######## block 1 ########
Fig. 1: block 1, selected gate families
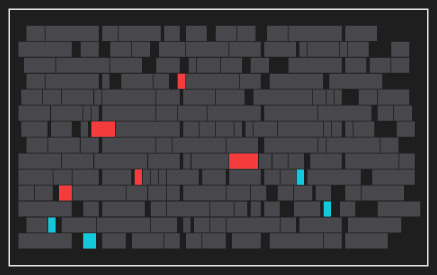

[config.mk]
export PLATFORM = sky130hd
export DESIGN_NAME = register_serializer_flat
export DESIGN_NICKNAME = d
export VERILOG_FILES = /design/src/rtl/register_serializer_if.sv /design/src/rtl/register_serializer.sv /design/src/flat_wrapper.sv
export SDC_FILE = /design/constraint.sdc
export NUM_CORES = 1
export LEC_CHECK = 0
export CAP_MARGIN = 5
export CORE_ASPECT_RATIO = 0.6
export CORE_UTILIZATION = 50
export CTS_CLUSTER_DIAMETER = 40
export DETAILED_ROUTE_END_ITERATION = 12
export GPL_ROUTABILITY_DRIVEN = 0
export PLACE_DENSITY = 0.79
export REMOVE_ABC_BUFFERS = 1
export SLEW_MARGIN = 0
export SYNTH_ARGS = -nofsm -noshare
export SYNTH_HDL_FRONTEND = slang
export SYNTH_SLANG_ARGS = --single-unit
export TNS_END_PERCENT = 100
[constraint.sdc]
create_clock -name clk_i -period 1.6 [get_ports clk_i]
set_input_delay 0.24 -clock clk_i [delete_from_list [all_inputs] [get_ports clk_i]]
set_output_delay 0.24 -clock clk_i [all_outputs]
set_load 0.05 [all_outputs]
[src/rtl/register_serializer_if.sv]
// Load/data request and serial valid/ready stream of the
// register serializer.
interface register_serializer_if #(
   parameter int DATA_WIDTH = 16
) ();
   localparam int CW = $clog2(DATA_WIDTH + 1);

   logic                  ld_ni;
   logic [DATA_WIDTH-1:0] data_i;
   logic                  ready_i;
   logic                  serial_o;
   logic                  valid_o;
   logic                  busy_o;
   logic                  done_o;
   logic [CW-1:0]         bits_left_o;

   modport master (
      output ld_ni,
      output data_i,
      output ready_i,
      input  serial_o,
      input  valid_o,
      input  busy_o,
      input  done_o,
      input  bits_left_o
   );

   modport slave (
      input  ld_ni,
      input  data_i,
      input  ready_i,
      output serial_o,
      output valid_o,
      output busy_o,
      output done_o,
      output bits_left_o
   );
endinterface

[src/rtl/register_serializer.sv]
// Captures a parallel word on an active-low strobe and shifts
// it out MSB-first, one bit per accepted valid/ready beat.
module register_serializer #(
   parameter int DATA_WIDTH = 16
) (
   input logic                   clk_i,
   input logic                   reset_ni,
   register_serializer_if.slave  bus
);
   localparam int CW = $clog2(DATA_WIDTH + 1);

   typedef enum logic [1:0] {
      IDLE,
      SHIFT,
      DONE
   } state_t;

   state_t                state;
   logic [DATA_WIDTH-1:0] shreg;
   logic [CW-1:0]         cnt;
   logic                  valid_q;
   logic                  busy_q;
   logic                  done_q;

   // Everything moves on the falling edge of the clock.
   always_ff @(negedge clk_i or negedge reset_ni) begin
      if (!reset_ni) begin
         state   <= IDLE;
         shreg   <= '0;
         cnt     <= '0;
         valid_q <= 1'b0;
         busy_q  <= 1'b0;
         done_q  <= 1'b0;
      end else begin
         unique case (state)
            IDLE: begin
               if (!bus.ld_ni) begin
                  shreg   <= bus.data_i;
                  cnt     <= CW'(DATA_WIDTH);
                  state   <= SHIFT;
                  valid_q <= 1'b1;
                  busy_q  <= 1'b1;
               end
            end
            SHIFT: begin
               if (bus.ready_i) begin
                  shreg <= {shreg[DATA_WIDTH-2:0], 1'b0};
                  cnt   <= cnt - CW'(1);
                  if (cnt == CW'(1)) begin
                     state   <= DONE;
                     valid_q <= 1'b0;
                     done_q  <= 1'b1;
                  end
               end
            end
            DONE: begin
               state  <= IDLE;
               done_q <= 1'b0;
               busy_q <= 1'b0;
            end
            default: begin
               state   <= IDLE;
               shreg   <= '0;
               cnt     <= '0;
               valid_q <= 1'b0;
               busy_q  <= 1'b0;
               done_q  <= 1'b0;
            end
         endcase
      end
   end

   // Gate with valid so the line idles low regardless of shreg.
   assign bus.serial_o    = valid_q & shreg[DATA_WIDTH-1];
   assign bus.valid_o     = valid_q;
   assign bus.busy_o      = busy_q;
   assign bus.done_o      = done_q;
   assign bus.bits_left_o = cnt;
endmodule

[src/flat_wrapper.sv]
// flat-port wrapper written by rule: the top's interface ports become plain ports
module register_serializer_flat 
#(
   parameter int DATA_WIDTH = 16
)
  (clk_i, reset_ni, bus_ld_ni, bus_data_i, bus_ready_i, bus_serial_o, bus_valid_o, bus_busy_o, bus_done_o, bus_bits_left_o);
  register_serializer_if #(.DATA_WIDTH(DATA_WIDTH)) bus_i ();
  input logic clk_i;
  input logic reset_ni;
  input wire logic [$bits(bus_i.ld_ni)-1:0] bus_ld_ni;
  input wire logic [$bits(bus_i.data_i)-1:0] bus_data_i;
  input wire logic [$bits(bus_i.ready_i)-1:0] bus_ready_i;
  output wire logic [$bits(bus_i.serial_o)-1:0] bus_serial_o;
  output wire logic [$bits(bus_i.valid_o)-1:0] bus_valid_o;
  output wire logic [$bits(bus_i.busy_o)-1:0] bus_busy_o;
  output wire logic [$bits(bus_i.done_o)-1:0] bus_done_o;
  output wire logic [$bits(bus_i.bits_left_o)-1:0] bus_bits_left_o;
  assign bus_i.ld_ni = bus_ld_ni;
  assign bus_i.data_i = bus_data_i;
  assign bus_i.ready_i = bus_ready_i;
  assign bus_serial_o = bus_i.serial_o;
  assign bus_valid_o = bus_i.valid_o;
  assign bus_busy_o = bus_i.busy_o;
  assign bus_done_o = bus_i.done_o;
  assign bus_bits_left_o = bus_i.bits_left_o;
  register_serializer #(.DATA_WIDTH(DATA_WIDTH)) u_core (.clk_i(clk_i), .reset_ni(reset_ni), .bus(bus_i));
endmodule
######## block 2 ########
==> config.mk <==
export PLATFORM = sky130hd
export DESIGN_NAME = display_scan_controller
export DESIGN_NICKNAME = d
export VERILOG_FILES = /design/src/rtl/display_scan_controller.sv
export SDC_FILE = /design/constraint.sdc
export NUM_CORES = 1
export LEC_CHECK = 0
export CORE_MARGIN = 1
export CORE_UTILIZATION = 55
export DETAILED_ROUTE_END_ITERATION = 10
export PLACE_DENSITY = 0.8
export SLEW_MARGIN = 10
export SYNTH_ARGS = -nofsm -noshare
export SYNTH_HDL_FRONTEND = slang
export SYNTH_SLANG_ARGS = --single-unit
==> constraint.sdc <==
create_clock -name clk_disp -period 3 [get_ports clk_disp]
set_clock_uncertainty 0.2 [all_clocks]
set_input_delay 0.3 -clock clk_disp [delete_from_list [all_inputs] [get_ports clk_disp]]
set_output_delay 0.3 -clock clk_disp [all_outputs]
set_load 0.05 [all_outputs]
==> src/rtl/display_scan_controller.sv <==
// Scans four 4-bit digits onto one shared 7-seg bus, with a blanking gap between
// digit slots and a shadow register that is reloaded only on a frame boundary.
module display_scan_controller #(
    parameter int PRESCALE_W   = 10,
    parameter int BLANK_CYCLES = 16
) (
    input  logic        clk_disp,
    input  logic        rst_disp,
    input  logic [15:0] digits_in,
    input  logic        load_req,
    output logic        load_ack,
    input  logic [3:0]  digit_en,
    output logic [3:0]  an_out,
    output logic [3:0]  nib_out,
    output logic [1:0]  scan_idx
);
    localparam int BW = $clog2(BLANK_CYCLES + 1);
    localparam logic [BW-1:0]         BLANK_LOAD = BW'(BLANK_CYCLES - 1);
    localparam logic [PRESCALE_W-1:0] PRE_MAX    = '1;

    typedef enum logic {BLANK, DRIVE} state_t;

    state_t                state, state_nx;
    logic [PRESCALE_W-1:0] prescaler, prescaler_nx;
    logic [BW-1:0]         blank_cnt, blank_cnt_nx;
    logic [15:0]           shadow, shadow_nx;
    logic [1:0]            scan_idx_nx;
    logic [3:0]            an_nx, nib_nx;
    logic                  load_ack_nx;
    logic                  load_pt;

    // Loading only at the end of digit 0's blanking gap keeps a frame tear-free.
    assign load_pt = (state == BLANK) && (scan_idx == 2'd0) && (blank_cnt == '0) && load_req;

    always_comb begin
        state_nx     = state;
        prescaler_nx = prescaler;
        blank_cnt_nx = blank_cnt;
        scan_idx_nx  = scan_idx;
        shadow_nx    = shadow;
        an_nx        = 4'hF;
        nib_nx       = nib_out;
        load_ack_nx  = load_pt;

        if (load_pt)
            shadow_nx = digits_in;

        case (state)
            BLANK: begin
                if (blank_cnt == '0) begin
                    state_nx     = DRIVE;
                    prescaler_nx = '0;
                end else begin
                    blank_cnt_nx = blank_cnt - 1'b1;
                end
            end
            DRIVE: begin
                prescaler_nx        = prescaler + 1'b1;
                an_nx[scan_idx]     = ~digit_en[scan_idx];
                nib_nx              = shadow[{scan_idx, 2'b00} +: 4];
                if (prescaler == PRE_MAX) begin
                    state_nx     = BLANK;
                    blank_cnt_nx = BLANK_LOAD;
                    scan_idx_nx  = scan_idx + 1'b1;
                end
            end
            default: state_nx = BLANK;
        endcase
    end

    always_ff @(posedge clk_disp) begin
        if (rst_disp) begin
            state     <= BLANK;
            prescaler <= '0;
            blank_cnt <= BLANK_LOAD;
            scan_idx  <= 2'd0;
            shadow    <= 16'h0;
            an_out    <= 4'hF;
            nib_out   <= 4'h0;
            load_ack  <= 1'b0;
        end else begin
            state     <= state_nx;
            prescaler <= prescaler_nx;
            blank_cnt <= blank_cnt_nx;
            scan_idx  <= scan_idx_nx;
            shadow    <= shadow_nx;
            an_out    <= an_nx;
            nib_out   <= nib_nx;
            load_ack  <= load_ack_nx;
        end
    end
endmodule

######## block 3 ########
===== src/rtl/puf_nb_eval_if.sv =====
// Handshake and result bundle between a requester and the arbiter-PUF evaluator.
interface puf_nb_eval_if #(
    parameter int unsigned N_STAGES = 16,
    parameter int unsigned N_REPS   = 5
);
    localparam int unsigned CW = $clog2(N_REPS + 1);

    logic                start;
    logic [N_STAGES-1:0] Challenge;
    logic                arb_force_en;
    logic                arb_force_val;
    logic                busy;
    logic                done;
    logic                Response;
    logic [CW-1:0]       ones_count;
    logic                stable;

    modport master (
        output start, Challenge, arb_force_en, arb_force_val,
        input  busy, done, Response, ones_count, stable
    );

    modport slave (
        input  start, Challenge, arb_force_en, arb_force_val,
        output busy, done, Response, ones_count, stable
    );
endinterface


===== src/rtl/puf_nb_eval.sv =====
// Arbiter PUF evaluator: races launch through a challenge-steered switch chain
// N_REPS times and majority-votes the synchronised arbiter samples.
module puf_nb_eval #(
    parameter int unsigned N_STAGES = 16,
    parameter int unsigned N_REPS   = 5,
    parameter int unsigned SETTLE   = 4,
    parameter int unsigned HOLD     = 4
) (
    input  logic clk,
    input  logic rst,
    puf_nb_eval_if.slave pif
);
    localparam int unsigned CW   = $clog2(N_REPS + 1);
    localparam int unsigned TMAX = (SETTLE > HOLD) ? SETTLE : HOLD;
    localparam int unsigned TW   = $clog2(TMAX);
    localparam int unsigned RW   = (N_REPS > 1) ? $clog2(N_REPS) : 1;

    typedef enum logic [2:0] {
        ST_IDLE = 3'd0,
        ST_LOAD = 3'd1,
        ST_ARM  = 3'd2,
        ST_FIRE = 3'd3,
        ST_DONE = 3'd4
    } state_t;

    state_t              state_r, state_s;
    logic [N_STAGES-1:0] challenge_r;
    logic [N_STAGES-1:0] chain_sel_r;
    logic [TW-1:0]       cnt_r, cnt_s;
    logic [RW-1:0]       rep_r, rep_s;
    logic [CW-1:0]       acc_r, acc_s;
    logic                finish_s;
    logic                sample_s;
    logic                launch_r;
    logic                busy_r;
    logic                done_r;
    logic                response_r;
    logic [CW-1:0]       ones_r;
    logic                stable_r;
    logic                sync1_r;
    logic                sync2_r;

    // Delay chain: both race paths start from launch; each stage straight or crossed.
    for (genvar i = 0; i < N_STAGES; i++) begin : g_stage
        logic top_s;
        logic bot_s;
        if (i == 0) begin : g_first
            (* dont_touch = "true" *) switch_block u_sb (
                .in_top  (launch_r),
                .in_bot  (launch_r),
                .sel     (chain_sel_r[i]),
                .out_top (top_s),
                .out_bot (bot_s)
            );
        end else begin : g_next
            (* dont_touch = "true" *) switch_block u_sb (
                .in_top  (g_stage[i-1].top_s),
                .in_bot  (g_stage[i-1].bot_s),
                .sel     (chain_sel_r[i]),
                .out_top (top_s),
                .out_bot (bot_s)
            );
        end
    end

    (* dont_touch = "true" *) logic arb_q;

    // Arbiter: captures which path won the race, clocked by the top path.
    always_ff @(posedge g_stage[N_STAGES-1].top_s) begin
        arb_q <= g_stage[N_STAGES-1].bot_s;
    end

    // Two-flop synchroniser bringing the arbiter decision into the clk domain.
    always_ff @(posedge clk) begin
        if (rst) begin
            sync1_r <= 1'b0;
            sync2_r <= 1'b0;
        end else begin
            sync1_r <= arb_q;
            sync2_r <= sync1_r;
        end
    end

    assign sample_s = pif.arb_force_en ? pif.arb_force_val : sync2_r;

    // Next-state, counter and accumulator logic.
    always_comb begin
        state_s  = state_r;
        cnt_s    = cnt_r;
        rep_s    = rep_r;
        acc_s    = acc_r;
        finish_s = 1'b0;
        case (state_r)
            ST_IDLE: begin
                if (pif.start) begin
                    state_s = ST_LOAD;
                    cnt_s   = {TW{1'b0}};
                    rep_s   = {RW{1'b0}};
                    acc_s   = {CW{1'b0}};
                end else begin
                    state_s = ST_IDLE;
                end
            end
            ST_LOAD: begin
                state_s = ST_ARM;
                cnt_s   = {TW{1'b0}};
            end
            ST_ARM: begin
                if (cnt_r == TW'(SETTLE - 1)) begin
                    state_s = ST_FIRE;
                    cnt_s   = {TW{1'b0}};
                end else begin
                    cnt_s = cnt_r + TW'(1);
                end
            end
            ST_FIRE: begin
                if (cnt_r == TW'(HOLD - 1)) begin
                    cnt_s = {TW{1'b0}};
                    // Bounded by N_REPS, which always fits CW bits.
                    acc_s = acc_r + CW'(sample_s);
                    if (rep_r == RW'(N_REPS - 1)) begin
                        state_s  = ST_DONE;
                        finish_s = 1'b1;
                    end else begin
                        rep_s   = rep_r + RW'(1);
                        state_s = ST_ARM;
                    end
                end else begin
                    cnt_s = cnt_r + TW'(1);
                end
            end
            ST_DONE: begin
                state_s = ST_IDLE;
            end
            default: begin
                state_s = ST_IDLE;
            end
        endcase
    end

    // State, datapath and registered outputs; results land as DONE is entered.
    always_ff @(posedge clk) begin
        if (rst) begin
            state_r     <= ST_IDLE;
            challenge_r <= {N_STAGES{1'b0}};
            chain_sel_r <= {N_STAGES{1'b0}};
            cnt_r       <= {TW{1'b0}};
            rep_r       <= {RW{1'b0}};
            acc_r       <= {CW{1'b0}};
            launch_r    <= 1'b0;
            busy_r      <= 1'b0;
            done_r      <= 1'b0;
            response_r  <= 1'b0;
            ones_r      <= {CW{1'b0}};
            stable_r    <= 1'b0;
        end else begin
            state_r  <= state_s;
            cnt_r    <= cnt_s;
            rep_r    <= rep_s;
            acc_r    <= acc_s;
            launch_r <= (state_s == ST_FIRE);
            busy_r   <= (state_s != ST_IDLE);
            done_r   <= finish_s;
            if ((state_r == ST_IDLE) && pif.start) begin
                challenge_r <= pif.Challenge;
            end
            if (state_r == ST_LOAD) begin
                chain_sel_r <= challenge_r;
            end
            if (finish_s) begin
                ones_r     <= acc_s;
                response_r <= (acc_s > CW'(N_REPS / 2));
                stable_r   <= (acc_s == {CW{1'b0}}) || (acc_s == CW'(N_REPS));
            end
        end
    end

    assign pif.busy       = busy_r;
    assign pif.done       = done_r;
    assign pif.Response   = response_r;
    assign pif.ones_count = ones_r;
    assign pif.stable     = stable_r;
endmodule

// One delay-chain stage: passes the two race paths straight or crossed.
module switch_block (
    input  logic in_top,
    input  logic in_bot,
    input  logic sel,
    output logic out_top,
    output logic out_bot
);
    assign out_top = sel ? in_bot : in_top;
    assign out_bot = sel ? in_top : in_bot;
endmodule


===== src/flat_wrapper.sv =====
// flat-port wrapper written by rule: the top's interface ports become plain ports
module puf_nb_eval_flat 
#(
    parameter int unsigned N_STAGES = 16,
    parameter int unsigned N_REPS   = 5,
    parameter int unsigned SETTLE   = 4,
    parameter int unsigned HOLD     = 4
)
  (clk, rst, pif_start, pif_Challenge, pif_arb_force_en, pif_arb_force_val, pif_busy, pif_done, pif_Response, pif_ones_count, pif_stable);
  puf_nb_eval_if #(.N_STAGES(N_STAGES), .N_REPS(N_REPS)) pif_i ();
  input  logic clk;
  input  logic rst;
  input wire logic [$bits(pif_i.start)-1:0] pif_start;
  input wire logic [$bits(pif_i.Challenge)-1:0] pif_Challenge;
  input wire logic [$bits(pif_i.arb_force_en)-1:0] pif_arb_force_en;
  input wire logic [$bits(pif_i.arb_force_val)-1:0] pif_arb_force_val;
  output wire logic [$bits(pif_i.busy)-1:0] pif_busy;
  output wire logic [$bits(pif_i.done)-1:0] pif_done;
  output wire logic [$bits(pif_i.Response)-1:0] pif_Response;
  output wire logic [$bits(pif_i.ones_count)-1:0] pif_ones_count;
  output wire logic [$bits(pif_i.stable)-1:0] pif_stable;
  assign pif_i.start = pif_start;
  assign pif_i.Challenge = pif_Challenge;
  assign pif_i.arb_force_en = pif_arb_force_en;
  assign pif_i.arb_force_val = pif_arb_force_val;
  assign pif_busy = pif_i.busy;
  assign pif_done = pif_i.done;
  assign pif_Response = pif_i.Response;
  assign pif_ones_count = pif_i.ones_count;
  assign pif_stable = pif_i.stable;
  puf_nb_eval #(.N_STAGES(N_STAGES), .N_REPS(N_REPS), .SETTLE(SETTLE), .HOLD(HOLD)) u_core (.clk(clk), .rst(rst), .pif(pif_i));
endmodule

===== config.mk =====
export PLATFORM = sky130hd
export DESIGN_NAME = puf_nb_eval_flat
export DESIGN_NICKNAME = d
export VERILOG_FILES = /design/src/rtl/puf_nb_eval_if.sv /design/src/rtl/puf_nb_eval.sv /design/src/flat_wrapper.sv
export SDC_FILE = /design/constraint.sdc
export NUM_CORES = 1
export LEC_CHECK = 0
export CORE_ASPECT_RATIO = 0.6
export CORE_UTILIZATION = 46
export DETAILED_ROUTE_END_ITERATION = 8
export HOLD_SLACK_MARGIN = 0.08
export PLACE_DENSITY = 0.77
export REMOVE_ABC_BUFFERS = 1
export SETUP_SLACK_MARGIN = 0.3
export SLEW_MARGIN = 20
export SYNTH_ARGS = -nofsm -noshare
export SYNTH_HDL_FRONTEND = slang
export SYNTH_SLANG_ARGS = --single-unit

===== constraint.sdc =====
create_clock -name clk -period 2.4 [get_ports clk]
set_input_delay 0.48 -clock clk [delete_from_list [all_inputs] [get_ports clk]]
set_output_delay 0.48 -clock clk [all_outputs]
set_load 0.02 [all_outputs]

######## block 4 ########
**src/rtl/dram_axi_pkg.sv**
```systemverilog
// Shared types and constants for the DRAM AXI burst writer.
// Optional 4 KiB burst splitting is enabled by defining DRAM_WR_4K_SPLIT_EN.
package dram_axi_pkg;

    typedef enum logic [2:0] {
        IDLE  = 3'd0,
        ADDR  = 3'd1,
        DATA  = 3'd2,
        DRAIN = 3'd3,
        DONE  = 3'd4
    } wr_state_e;

    localparam logic [1:0] AXI_RESP_OKAY = 2'b00;

    localparam int unsigned BOUNDARY_4K = 4096;

endpackage

```
**src/rtl/dram_burst_len_calc.sv**
```systemverilog
// Combinational burst sizing: min(remaining, 2**BURST_LEN_WIDTH), additionally
// clipped at the next 4 KiB boundary when DRAM_WR_4K_SPLIT_EN is defined.
module dram_burst_len_calc
    import dram_axi_pkg::*;
#(
    parameter int ADDR_WIDTH      = 32,
    parameter int BURST_LEN_WIDTH = 8,
    parameter int STRB_WIDTH      = 64
) (
    input  logic [ADDR_WIDTH-1:0] addr,
    input  logic [15:0]           remaining,
    output logic [16:0]           beats
);

`ifdef DRAM_WR_4K_SPLIT_EN
    localparam bit SPLIT_4K = 1'b1;
`else
    localparam bit SPLIT_4K = 1'b0;
`endif

    localparam int              SIZE_LOG2  = $clog2(STRB_WIDTH);
    localparam logic [16:0]     MAX_BEATS  = 17'(1 << BURST_LEN_WIDTH);
    localparam logic [ADDR_WIDTH-1:0] BOUND     = ADDR_WIDTH'(BOUNDARY_4K);
    localparam logic [ADDR_WIDTH-1:0] BOUND_MSK = ADDR_WIDTH'(BOUNDARY_4K - 1);

    logic [ADDR_WIDTH-1:0] room_bytes_s;
    logic [ADDR_WIDTH-1:0] room_beats_s;
    logic [16:0]           capped_s;

    // Beats that fit before the next 4 KiB boundary and the awlen-limited size.
    always_comb begin
        room_bytes_s = BOUND - (addr & BOUND_MSK);
        room_beats_s = room_bytes_s >> SIZE_LOG2;
        if ({1'b0, remaining} > MAX_BEATS) begin
            capped_s = MAX_BEATS;
        end else begin
            capped_s = {1'b0, remaining};
        end
        if (SPLIT_4K && (room_beats_s < ADDR_WIDTH'(capped_s))) begin
            beats = 17'(room_beats_s);
        end else begin
            beats = capped_s;
        end
    end

endmodule

```
**src/rtl/dram_axi_burst_writer.sv**
```systemverilog
// Splits a beat-count write request into AXI write bursts, streams the data
// through and reports completion after all B responses (DRAM_WR_4K_SPLIT_EN adds 4 KiB splitting).
module dram_axi_burst_writer
    import dram_axi_pkg::*;
#(
    parameter int DRAM_DATA_WIDTH = 512,
    parameter int ADDR_WIDTH      = 32,
    parameter int BURST_LEN_WIDTH = 8,
    parameter int ID_WIDTH        = 8,
    parameter int STRB_WIDTH      = DRAM_DATA_WIDTH / 8,
    parameter int MAX_OUTSTANDING = 4
) (
    input  logic                       clk,
    input  logic                       rst,
    input  logic                       req_valid,
    output logic                       req_ready,
    input  logic [ADDR_WIDTH-1:0]      req_addr,
    input  logic [15:0]                req_beats,
    input  logic [ID_WIDTH-1:0]        req_id,
    input  logic                       wr_valid,
    output logic                       wr_ready,
    input  logic [DRAM_DATA_WIDTH-1:0] wr_data,
    input  logic [STRB_WIDTH-1:0]      wr_strb,
    output logic                       done_valid,
    output logic                       done_err,
    output logic                       ddr_awvalid,
    input  logic                       ddr_awready,
    output logic [ADDR_WIDTH-1:0]      ddr_awaddr,
    output logic [BURST_LEN_WIDTH-1:0] ddr_awlen,
    output logic [2:0]                 ddr_awsize,
    output logic [ID_WIDTH-1:0]        ddr_awid,
    output logic                       ddr_wvalid,
    input  logic                       ddr_wready,
    output logic [DRAM_DATA_WIDTH-1:0] ddr_wdata,
    output logic [STRB_WIDTH-1:0]      ddr_wstrb,
    output logic                       ddr_wlast,
    input  logic                       ddr_bvalid,
    output logic                       ddr_bready,
    input  logic [ID_WIDTH-1:0]        ddr_bid,
    input  logic [1:0]                 ddr_bresp
);

    localparam int SIZE_LOG2 = $clog2(STRB_WIDTH);
    localparam int OUT_W     = $clog2(MAX_OUTSTANDING + 1);
    localparam logic [ADDR_WIDTH-1:0] ALIGN_MASK = ~ADDR_WIDTH'(STRB_WIDTH - 1);

    wr_state_e                  state_r;
    logic                       req_ready_r;
    logic                       awvalid_r;
    logic [ADDR_WIDTH-1:0]      awaddr_r;
    logic [BURST_LEN_WIDTH-1:0] awlen_r;
    logic [ID_WIDTH-1:0]        awid_r;
    logic                       done_valid_r;
    logic                       err_r;
    logic                       bready_r;
    logic [ADDR_WIDTH-1:0]      addr_r;
    logic [15:0]                remaining_r;
    logic [16:0]                beat_cnt_r;
    logic [16:0]                burst_beats_r;
    logic [ID_WIDTH-1:0]        id_r;
    logic [OUT_W-1:0]           outstanding_r;

    logic [16:0] beats_s;
    logic        aw_fire_s;
    logic        b_fire_s;
    logic        in_data_s;
    logic        bid_unused_s;

    dram_burst_len_calc #(
        .ADDR_WIDTH      (ADDR_WIDTH),
        .BURST_LEN_WIDTH (BURST_LEN_WIDTH),
        .STRB_WIDTH      (STRB_WIDTH)
    ) u_len_calc (
        .addr      (addr_r),
        .remaining (remaining_r),
        .beats     (beats_s)
    );

    // B responses with nothing outstanding are stale (e.g. after a reset) and dropped.
    assign aw_fire_s    = awvalid_r & ddr_awready;
    assign b_fire_s     = ddr_bvalid & bready_r & (outstanding_r != OUT_W'(0));
    assign in_data_s    = (state_r == DATA);
    assign bid_unused_s = ^ddr_bid;

    assign req_ready   = req_ready_r;
    assign done_valid  = done_valid_r;
    assign done_err    = err_r;
    assign ddr_awvalid = awvalid_r;
    assign ddr_awaddr  = awaddr_r;
    assign ddr_awlen   = awlen_r;
    assign ddr_awsize  = 3'(SIZE_LOG2);
    assign ddr_awid    = awid_r;
    assign ddr_wvalid  = in_data_s & wr_valid;
    assign wr_ready    = in_data_s & ddr_wready;
    assign ddr_wdata   = wr_data;
    assign ddr_wstrb   = wr_strb;
    assign ddr_wlast   = in_data_s & (beat_cnt_r == 17'd1);
    assign ddr_bready  = bready_r;

    // B channel is always accepted once out of reset.
    always_ff @(posedge clk) begin
        if (rst) begin
            bready_r <= 1'b0;
        end else begin
            bready_r <= 1'b1;
        end
    end

    // Count of bursts whose address was sent but whose B has not returned.
    always_ff @(posedge clk) begin
        if (rst) begin
            outstanding_r <= OUT_W'(0);
        end else begin
            case ({aw_fire_s, b_fire_s})
                2'b10:   outstanding_r <= outstanding_r + OUT_W'(1);
                2'b01:   outstanding_r <= outstanding_r - OUT_W'(1);
                default: outstanding_r <= outstanding_r;
            endcase
        end
    end

    // Request FSM with registered handshake and address-channel outputs.
    always_ff @(posedge clk) begin
        if (rst) begin
            state_r       <= IDLE;
            req_ready_r   <= 1'b0;
            awvalid_r     <= 1'b0;
            awaddr_r      <= '0;
            awlen_r       <= '0;
            awid_r        <= '0;
            done_valid_r  <= 1'b0;
            err_r         <= 1'b0;
            addr_r        <= '0;
            remaining_r   <= 16'd0;
            beat_cnt_r    <= 17'd0;
            burst_beats_r <= 17'd0;
            id_r          <= '0;
        end else begin
            // Error accumulation first so that acceptance of a new request clears it.
            if (b_fire_s && (ddr_bresp != AXI_RESP_OKAY)) begin
                err_r <= 1'b1;
            end else begin
                err_r <= err_r;
            end
            case (state_r)
                IDLE: begin
                    done_valid_r <= 1'b0;
                    if (req_ready_r && req_valid) begin
                        req_ready_r <= 1'b0;
                        err_r       <= 1'b0;
                        addr_r      <= req_addr & ALIGN_MASK;
                        remaining_r <= req_beats;
                        id_r        <= req_id;
                        if (req_beats == 16'd0) begin
                            state_r      <= DONE;
                            done_valid_r <= 1'b1;
                        end else begin
                            state_r <= ADDR;
                        end
                    end else begin
                        req_ready_r <= 1'b1;
                    end
                end
                ADDR: begin
                    if (awvalid_r && ddr_awready) begin
                        awvalid_r   <= 1'b0;
                        beat_cnt_r  <= burst_beats_r;
                        addr_r      <= addr_r + (ADDR_WIDTH'(burst_beats_r) << SIZE_LOG2);
                        remaining_r <= remaining_r - 16'(burst_beats_r);
                        state_r     <= DATA;
                    end else if (!awvalid_r && (outstanding_r < OUT_W'(MAX_OUTSTANDING))) begin
                        awvalid_r     <= 1'b1;
                        awaddr_r      <= addr_r;
                        awlen_r       <= BURST_LEN_WIDTH'(beats_s - 17'd1);
                        awid_r        <= id_r;
                        burst_beats_r <= beats_s;
                    end else begin
                        state_r <= ADDR;
                    end
                end
                DATA: begin
                    if (wr_valid && ddr_wready) begin
                        beat_cnt_r <= beat_cnt_r - 17'd1;
                        if (beat_cnt_r == 17'd1) begin
                            state_r <= (remaining_r != 16'd0) ? ADDR : DRAIN;
                        end else begin
                            state_r <= DATA;
                        end
                    end else begin
                        state_r <= DATA;
                    end
                end
                DRAIN: begin
                    if (outstanding_r == OUT_W'(0)) begin
                        state_r      <= DONE;
                        done_valid_r <= 1'b1;
                    end else begin
                        state_r <= DRAIN;
                    end
                end
                DONE: begin
                    done_valid_r <= 1'b0;
                    req_ready_r  <= 1'b1;
                    state_r      <= IDLE;
                end
                default: begin
                    state_r      <= IDLE;
                    req_ready_r  <= 1'b0;
                    awvalid_r    <= 1'b0;
                    done_valid_r <= 1'b0;
                end
            endcase
        end
    end

endmodule
```
**config.mk**
```make
export PLATFORM = sky130hd
export DESIGN_NAME = dram_axi_burst_writer
export DESIGN_NICKNAME = d
export VERILOG_FILES = /design/src/rtl/dram_axi_pkg.sv /design/src/rtl/dram_burst_len_calc.sv /design/src/rtl/dram_axi_burst_writer.sv
export SDC_FILE = /design/constraint.sdc
export NUM_CORES = 1
export LEC_CHECK = 0
export ABC_CLOCK_PERIOD_IN_PS = 2400
export CORE_AREA = 4 4 495 497
export DETAILED_ROUTE_END_ITERATION = 6
export DIE_AREA = 0 0 499 501
export GPL_TIMING_DRIVEN = 1
export SLEW_MARGIN = 20
export SYNTH_ARGS = -nofsm -noshare
export SYNTH_HDL_FRONTEND = slang
export SYNTH_SLANG_ARGS = --single-unit
export TNS_END_PERCENT = 100
```
**constraint.sdc**
```tcl
create_clock -name clk -period 2.4 [get_ports clk]
set_input_delay 0.36 -clock clk [delete_from_list [all_inputs] [get_ports clk]]
set_output_delay 0.36 -clock clk [all_outputs]
set_load 0.05 [all_outputs]
```
Fig. 2: block 2, met1 routing
Supply wires on this layer in gray.
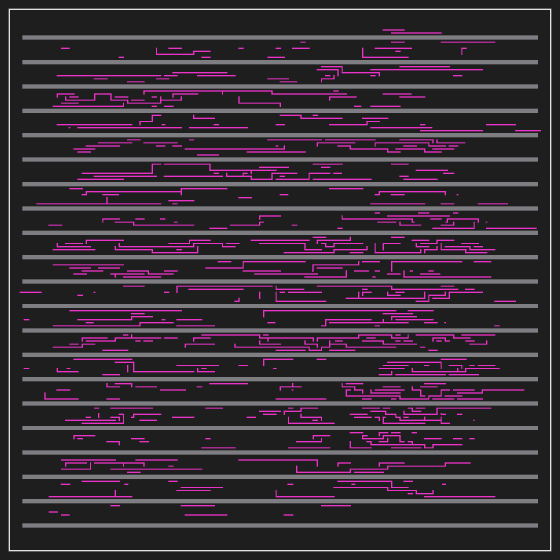
The layer holds 43% of the routed length. The wires run mostly horizontal. The layer carries 1,510 um of wire.

==> results.json, block 2 <==
{
  "synthCells": 185,
  "yosys-top-cells-area": "dfxtp_1 46%, mux2i_1 12%, nor2_1 6.4%",
  "synth_stat.cells": 185,
  "min_to": "blank_cnt[4]",
  "simple_gate_area_share_pct": 17.6,
  "post_synth.cell_area_avg_sq_um": 10.1,
  "rr_endpoint": "blank_cnt[2]",
  "place_area_sq_um": 2200,
  "slowest_stage": "clkdlybuf4s50_1",
  "fin_util_pct": 72.2,
  "max_freq_ghz": 0.416,
  "worst-path-stages": 1,
  "comb_power_uw": 51.6,
  "status": "finished clean",
  "relSlewSlack_pct": 46.3,
  "post-route-min-period_ns": 2.41,
  "synth_warnings": 0
}
block 2: tightest hold or removal path, cell delays in order, from the launching register on:
cell and delay (ns):
dfxtp_1 0.34, o31ai_1 0.06, nor3_1 0.04
block 2: routing by layer:
metal	GRT usage, %	share of wire [%]
met2	36.9	53
met5	0	0
met1	25.6	43
met3	6.71	4.1
met4	13.3	0
block 2: layout by cell type, fill, tap and decap left out, types with 2 or more instances in the layout:
cell type	n
mux4_2	5
nand4_1	3
nand2_1	9
inv_1	6
o21ai_0	4
nor2_1	32
mux2_2	4
or3_1	3
dfxtp_1	43
xnor2_1	2
o31ai_1	2
o211ai_1	2
nor4_1	2
nor3_1	9
a21oi_1	6
nand3_1	3
ha_1	6
or2_2	2
clkdlybuf4s50_1	33
clkbuf_4	5
buf_4	2
mux2i_1	22
block 2: final cells by class:
class	instances	area, sq um
clock buffers	6	51.3
clock inverters	1	5.00
fillers	232	870
inverters	6	22.5
multi-input cells	126	918
flip-flops and latches	43	861
well taps	44	55.1
repair buffers	35	345
block 2: sequential cells by signal, indices dropped and copies added (netlist names):
name / cells
load_ack: 1
blank_cnt: 5
nib_out: 4
state: 1
prescaler: 10
an_out: 4
shadow: 16
scan_idx: 2
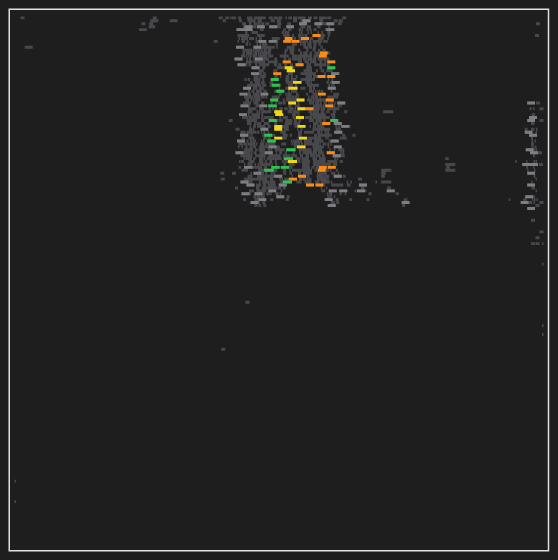
Fig. 3. Register map, names as in the netlist (block 4).
Other sequential cells in the stronger gray, the rest of the logic in the fainter gray.
`burst_beats_r`: marked green, placed flops 16, where north. `beat_cnt_r`: marked yellow, placed flops 17, where north. `addr_r`: marked orange, placed flops 26, where north.

Fig. 4: block 4, met1 routing
Supply wires on this layer in gray.
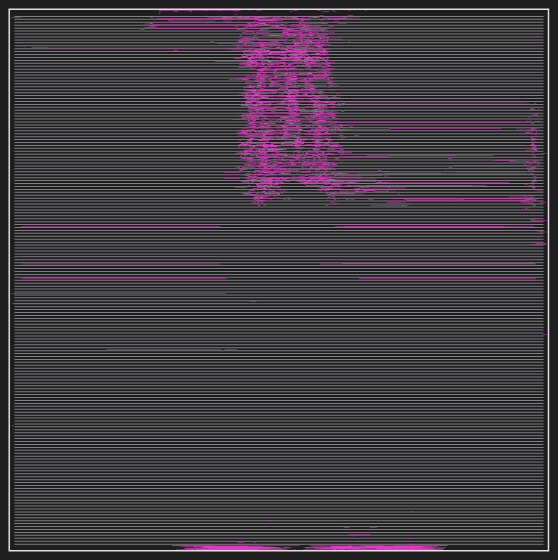
The wires run mostly horizontal. 1,265 nets have wire on it.

==> results.json, block 4 <==
{
  "nFillCells": 28200,
  "grtUsageMet1_pct": 3.88,
  "finClkSkew_ns": 0.0203,
  "violations": "setup timing",
  "worst-path-stages": 10,
  "status": "finished with violations",
  "grt_overflow": 0,
  "vias": 9636,
  "met3_usage_pct": 23.5,
  "p_int_uw": 4750,
  "slowest_stage": "or3_4",
  "layout_top_cell": "nand2_1",
  "seqPwrFrac_pct": 34.3,
  "fin_ws_ns": -0.183,
  "track_usage_pct": 12.4,
  "clock-sinks": 136,
  "ys_sh_xor_pct": 1.98,
  "setup_viol_count_final": 6,
  "drive_above_1_share_pct": 24.5,
  "grt_setup_unrepaired": "true",
  "rr_startpoint": "burst_beats_r[4]",
  "startpoint_type": "flop",
  "synth-adder-area-share_pct": 4.18,
  "cts.root.buffer_cell": "clkbuf_16"
}
[block 4: synthesized netlist by cell type, types with 3 or more instances]
master	n	area, sq um
buf_4	586	4400
nand2_1	172	646
dfxtp_1	136	2720
a21oi_1	98	490
nor2_1	82	308
o21ai_0	51	255
clkbuf_1	49	184
ha_1	35	438
nor3_1	31	155
inv_1	30	113
nand3_1	25	125
a211oi_1	21	158
xnor2_1	18	158
a311oi_1	15	131
nor4_1	13	81.3
a22oi_1	12	90.1
nand4_1	12	75.1
a31oi_1	11	68.8
o211ai_1	11	82.6
a21o_1	9	67.6
xor2_1	9	78.8
and3_1	8	50.1
nand2b_1	8	50.1
buf_2	7	35.0
or3_1	7	43.8
a221oi_1	6	52.6
mux2i_1	6	60.1
nor2b_1	6	37.5
o22ai_1	6	37.5
o21a_1	5	37.5
or2_2	4	25.0
or4_1	4	30.0
a211oi_2	3	37.5
and2_1	3	18.8
buf_1	3	11.3
fa_1	3	60.1
o21ai_1	3	15.0
[block 4: final cells by class]
type                       instances  share of cell area [%]
clock buffer                      20                    3.15
tap                             3185                    27.5
antenna                            6                   0.104
clock inverter                    12                   0.795
multi-input combinational        758                    33.7
timing repair buffer             242                    14.9
inverter                          30                   0.795
sequential                       136                    19.0
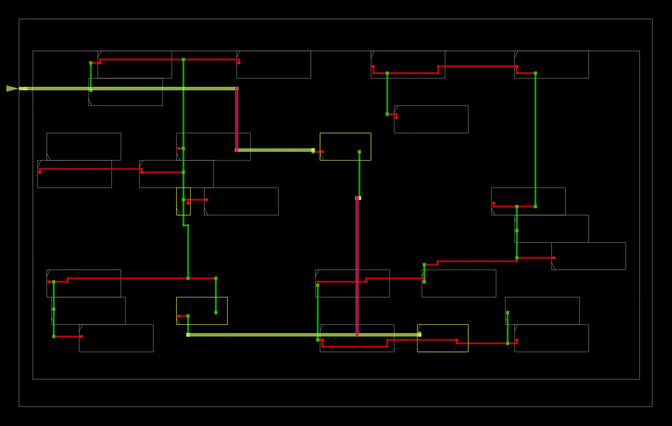
Fig. 5. Clock nets (block 3).
clock network power: 232 uW
clk latency of the worst-skew pair: 0.26 ns
sequential cell count: 22
Setup Skew: 0.00720 ns

==> results.json, block 3 <==
{
  "antenna_found_initial": 0,
  "ys_sh_xor_pct": 0.856,
  "grt_overflow": 0,
  "syn_area_sq_um": 1020,
  "hpwl_um": 1460,
  "warnings": 42,
  "postCtsSetupRepairBufs": 0,
  "p_comb_share_pct": 8.4,
  "synthToLayoutAreaGrowth_pct": 18.0,
  "synth_warnings": 0,
  "drive_above_1_share_pct": 14.8,
  "relSlewSlack_pct": 64.6,
  "comb_area_sq_um": 541,
  "route.detailed.drc": 0,
  "common_cells": "22 x dfxtp_1, 10 x nor2_1, 6 x a21oi_1, 6 x inv_1",
  "pg_seq_uw": 370,
  "final-instance-count-excl-fill": 143,
  "rr_endpoint": "u_core.pif.stable",
  "hold_viol": 0,
  "rr_startpoint": "u_core.cnt_r[0]",
  "dieHeight_um": 38.5,
  "post-route-min-period_ns": 2.05,
  "p_per_area_nw_per_um2": 545,
  "grt_pass1_vias": 707,
  "switching_share_pct": 23.6,
  "simple_gate_area_share_pct": 26.0,
  "io_pins": 28,
  "unclocked_pins": 1,
  "top_cell_area_share_pct": 43.0,
  "power.group.top": "sequential cells",
  "htree_num_levels": 1,
  "clk_pin_slew_ns": 0.08,
  "endpoint_kind": "flop",
  "n_all_buffers": 13,
  "worstPathRequired_ns": 2.56,
  "cap_viol_max_count": 0,
  "ir_drop_uv": 442,
  "cts_tree": "built",
  "holdWs_ns": 0.447,
  "status": "finished clean",
  "edf_count": 0,
  "cts_resized": 4,
  "untimed_endpoints": 1,
  "seq-cell-share_pct": 36.5,
  "ff2ff_path_depth": 5
}
block 3: worst max path at each step:
stage                                 start                 to  slack, ns  cells past startpoint
after floorplan            pif_arb_force_en  u_core.pif.stable       0.46                      6
after global placement     pif_arb_force_en  u_core.pif.stable      -0.09                      7
after detailed placement   pif_arb_force_en  u_core.pif.stable      -0.11                      7
after CTS                 pif_arb_force_val  u_core.pif.stable       0.35                      7
after global routing      pif_arb_force_val  u_core.pif.stable       0.27                      7
final                     pif_arb_force_val  u_core.pif.stable       0.35                      7
block 3: routing by layer:
metal / up-vias / part of all wire (%) / global-route usage (%)
met5: - / 0 / 0
met4: 0 / 1.4 / 6.98
met3: 6 / 3.5 / 6.85
met2: 16 / 45 / 30.9
met1: 354 / 50 / 23.0
li1: 397 / - / -
block 3: worst max-delay path, cell delays in order:
cell             delay (ns)
clkdlybuf4s50_1        0.40
mux2_4                 0.26
ha_2                   0.21
ha_4                   0.17
a221oi_4               0.30
o211ai_1               0.14
a41o_1                 0.25
block 3: stage by stage:
stage / setup WS [ns] / power, uW
CTS: 0.347 / 662
global placement: -0.0919 / 428
finish: 0.352 / 658
floorplan: 0.464 / 407
global route: 0.275 / 684
detailed placement: -0.115 / 432
Fig. 6: block 1, met1 routing
Supply wires on this layer in gray.
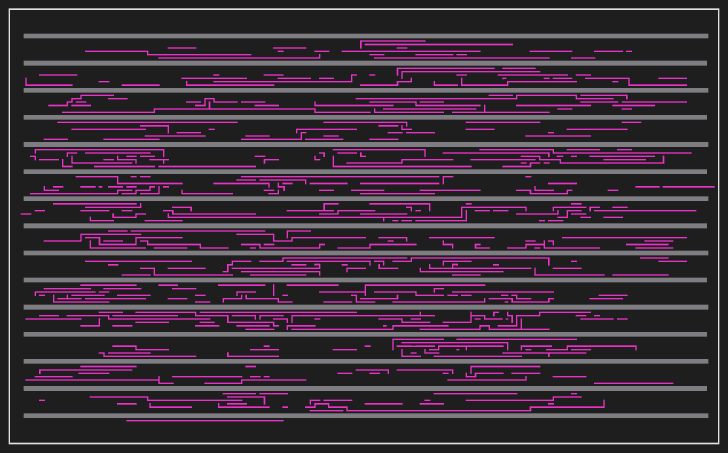
The layer holds 41% of the routed length. The longest straight run is 29.4 um.

Fig. 7: block 1, PDN straps and rails
Pins as bars on the die edge.
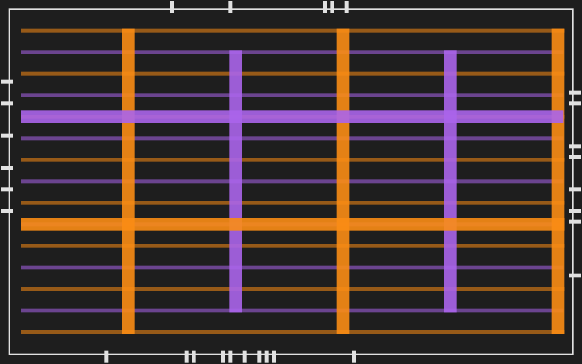
VDD: marked purple. VSS: marked orange.
5 straps on met4. 15 met1 rails follow the rows. The core has 14 rows. 29 signal pins sit on the boundary.

## Picture notes: Fig. 1
inv cells: marked cyan, cells 4. nand cells: marked red, cells 5.

==> results.json, block 1 <==
{
  "fin_ws_ns": -0.428,
  "ff2ff_path_depth": 8,
  "clock-sinks": 26,
  "violations": "setup timing",
  "setup_viol_count_final": 31,
  "ir_drop_uv": 1480,
  "status": "finished with violations",
  "largest_area_cell": "dfrtn_1",
  "largest_register": "u_core.shreg",
  "nFillCells": 102,
  "min_to": "u_core.shreg[8]",
  "io_pins": 29,
  "critPathMaxStageDelay_ns": 0.42,
  "warnings": 28,
  "synth_stat.cells": 123,
  "ys_sh_mux_pct": 25.7,
  "met2_usage_pct": 45.8,
  "via_per_inst": 6.07,
  "async_flop_share_pct": 100
}
-- block 1: metrics by stage --
stage               TNS (ns)  cell area [sq um]  setup slack [ns]  total power (uW)
global placement      -20.48               1940            -0.871              3580
floorplan              -8.50               1380            -0.639              2650
finish                 -5.98               2310            -0.428              5010
detailed placement    -21.21               1940            -0.912              3680
global route           -6.51               2310            -0.456              5180
CTS                    -5.31               2170            -0.436              4600
-- block 1: power by group through the flow --
| stage | clock network, uW | registers [uW] | logic (uW) |
|---|---|---|---|
| after floorplan | 0 | 1570 | 1080 |
| after global placement | 0 | 1170 | 2420 |
| after detailed placement | 0 | 1180 | 2490 |
| after CTS | 556 | 1180 | 2870 |
| after global routing | 572 | 1230 | 3380 |
| final | 540 | 1220 | 3250 |
-- block 1: routing by layer --
metal  vias to the layer above  wire length, um
met2                        90             2160
li1                        555                -
met4                         0              170
met1                       626             1900
met5                         -                0
met3                        16              416
-- block 1: cell type report --
class,instances,area [sq um],share of cell area (%)
Tap cell,32,40.0,1.74
Timing Repair Buffer,61,687,29.8
Multi-Input combinational cell,85,840,36.4
Sequential cell,26,651,28.2
Clock inverter,1,30.0,1.30
Clock buffer,3,41.3,1.79
Inverter,4,17.5,0.760


==> screenshots <==
Clock nets.
image #1
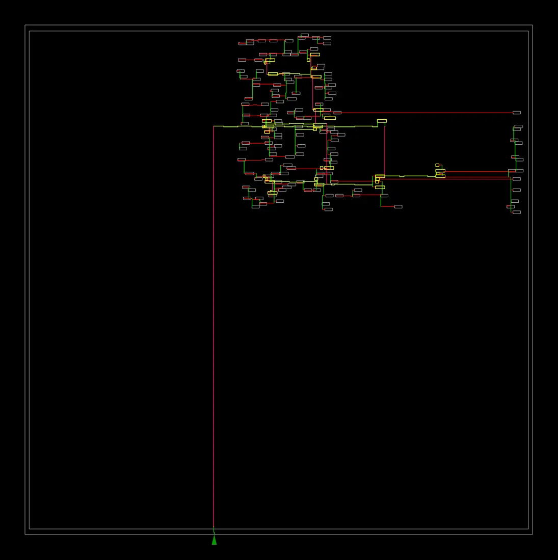
image #2
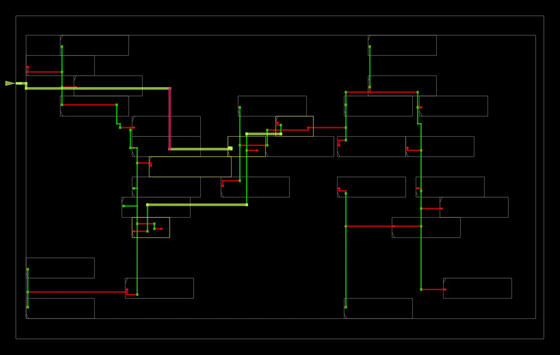
image #3
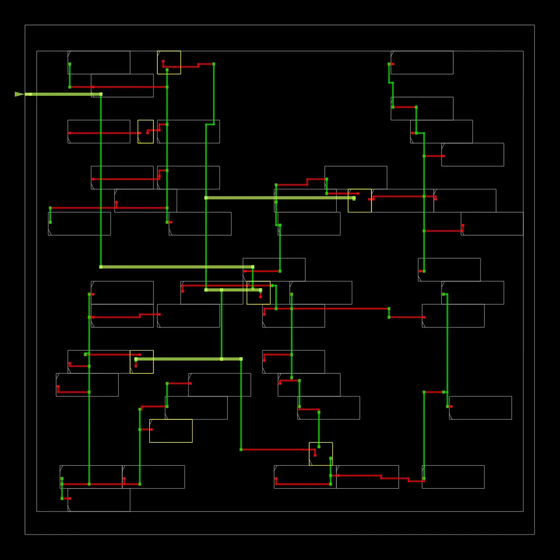
For block 4, see image #1.
For block 2, see image #3.
For block 1, see image #2.


==> notes/layouts.md <==
Pictures saved along the way, in no particular order.

PDN straps and rails.
Pins as bars on the die edge.
picture 1
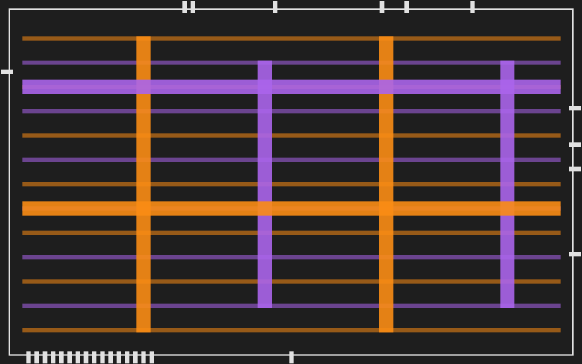
picture 2
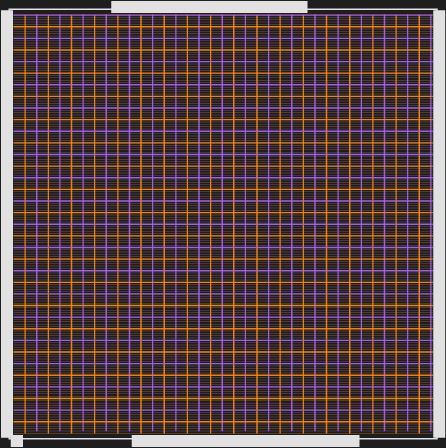
picture 3
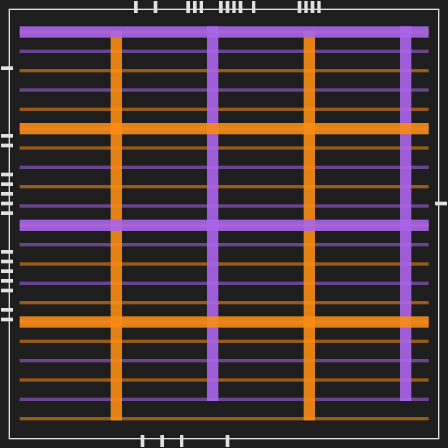
Picture 3 is block 2.
Picture 2 is block 4.
Picture 1 is block 3.

Key to picture 3:
VDD: marked purple. VSS: marked orange.
The core has 20 rows. 21 met1 rails follow the rows.

Power figures rest on the tool's default switching activity, not on a simulated workload.
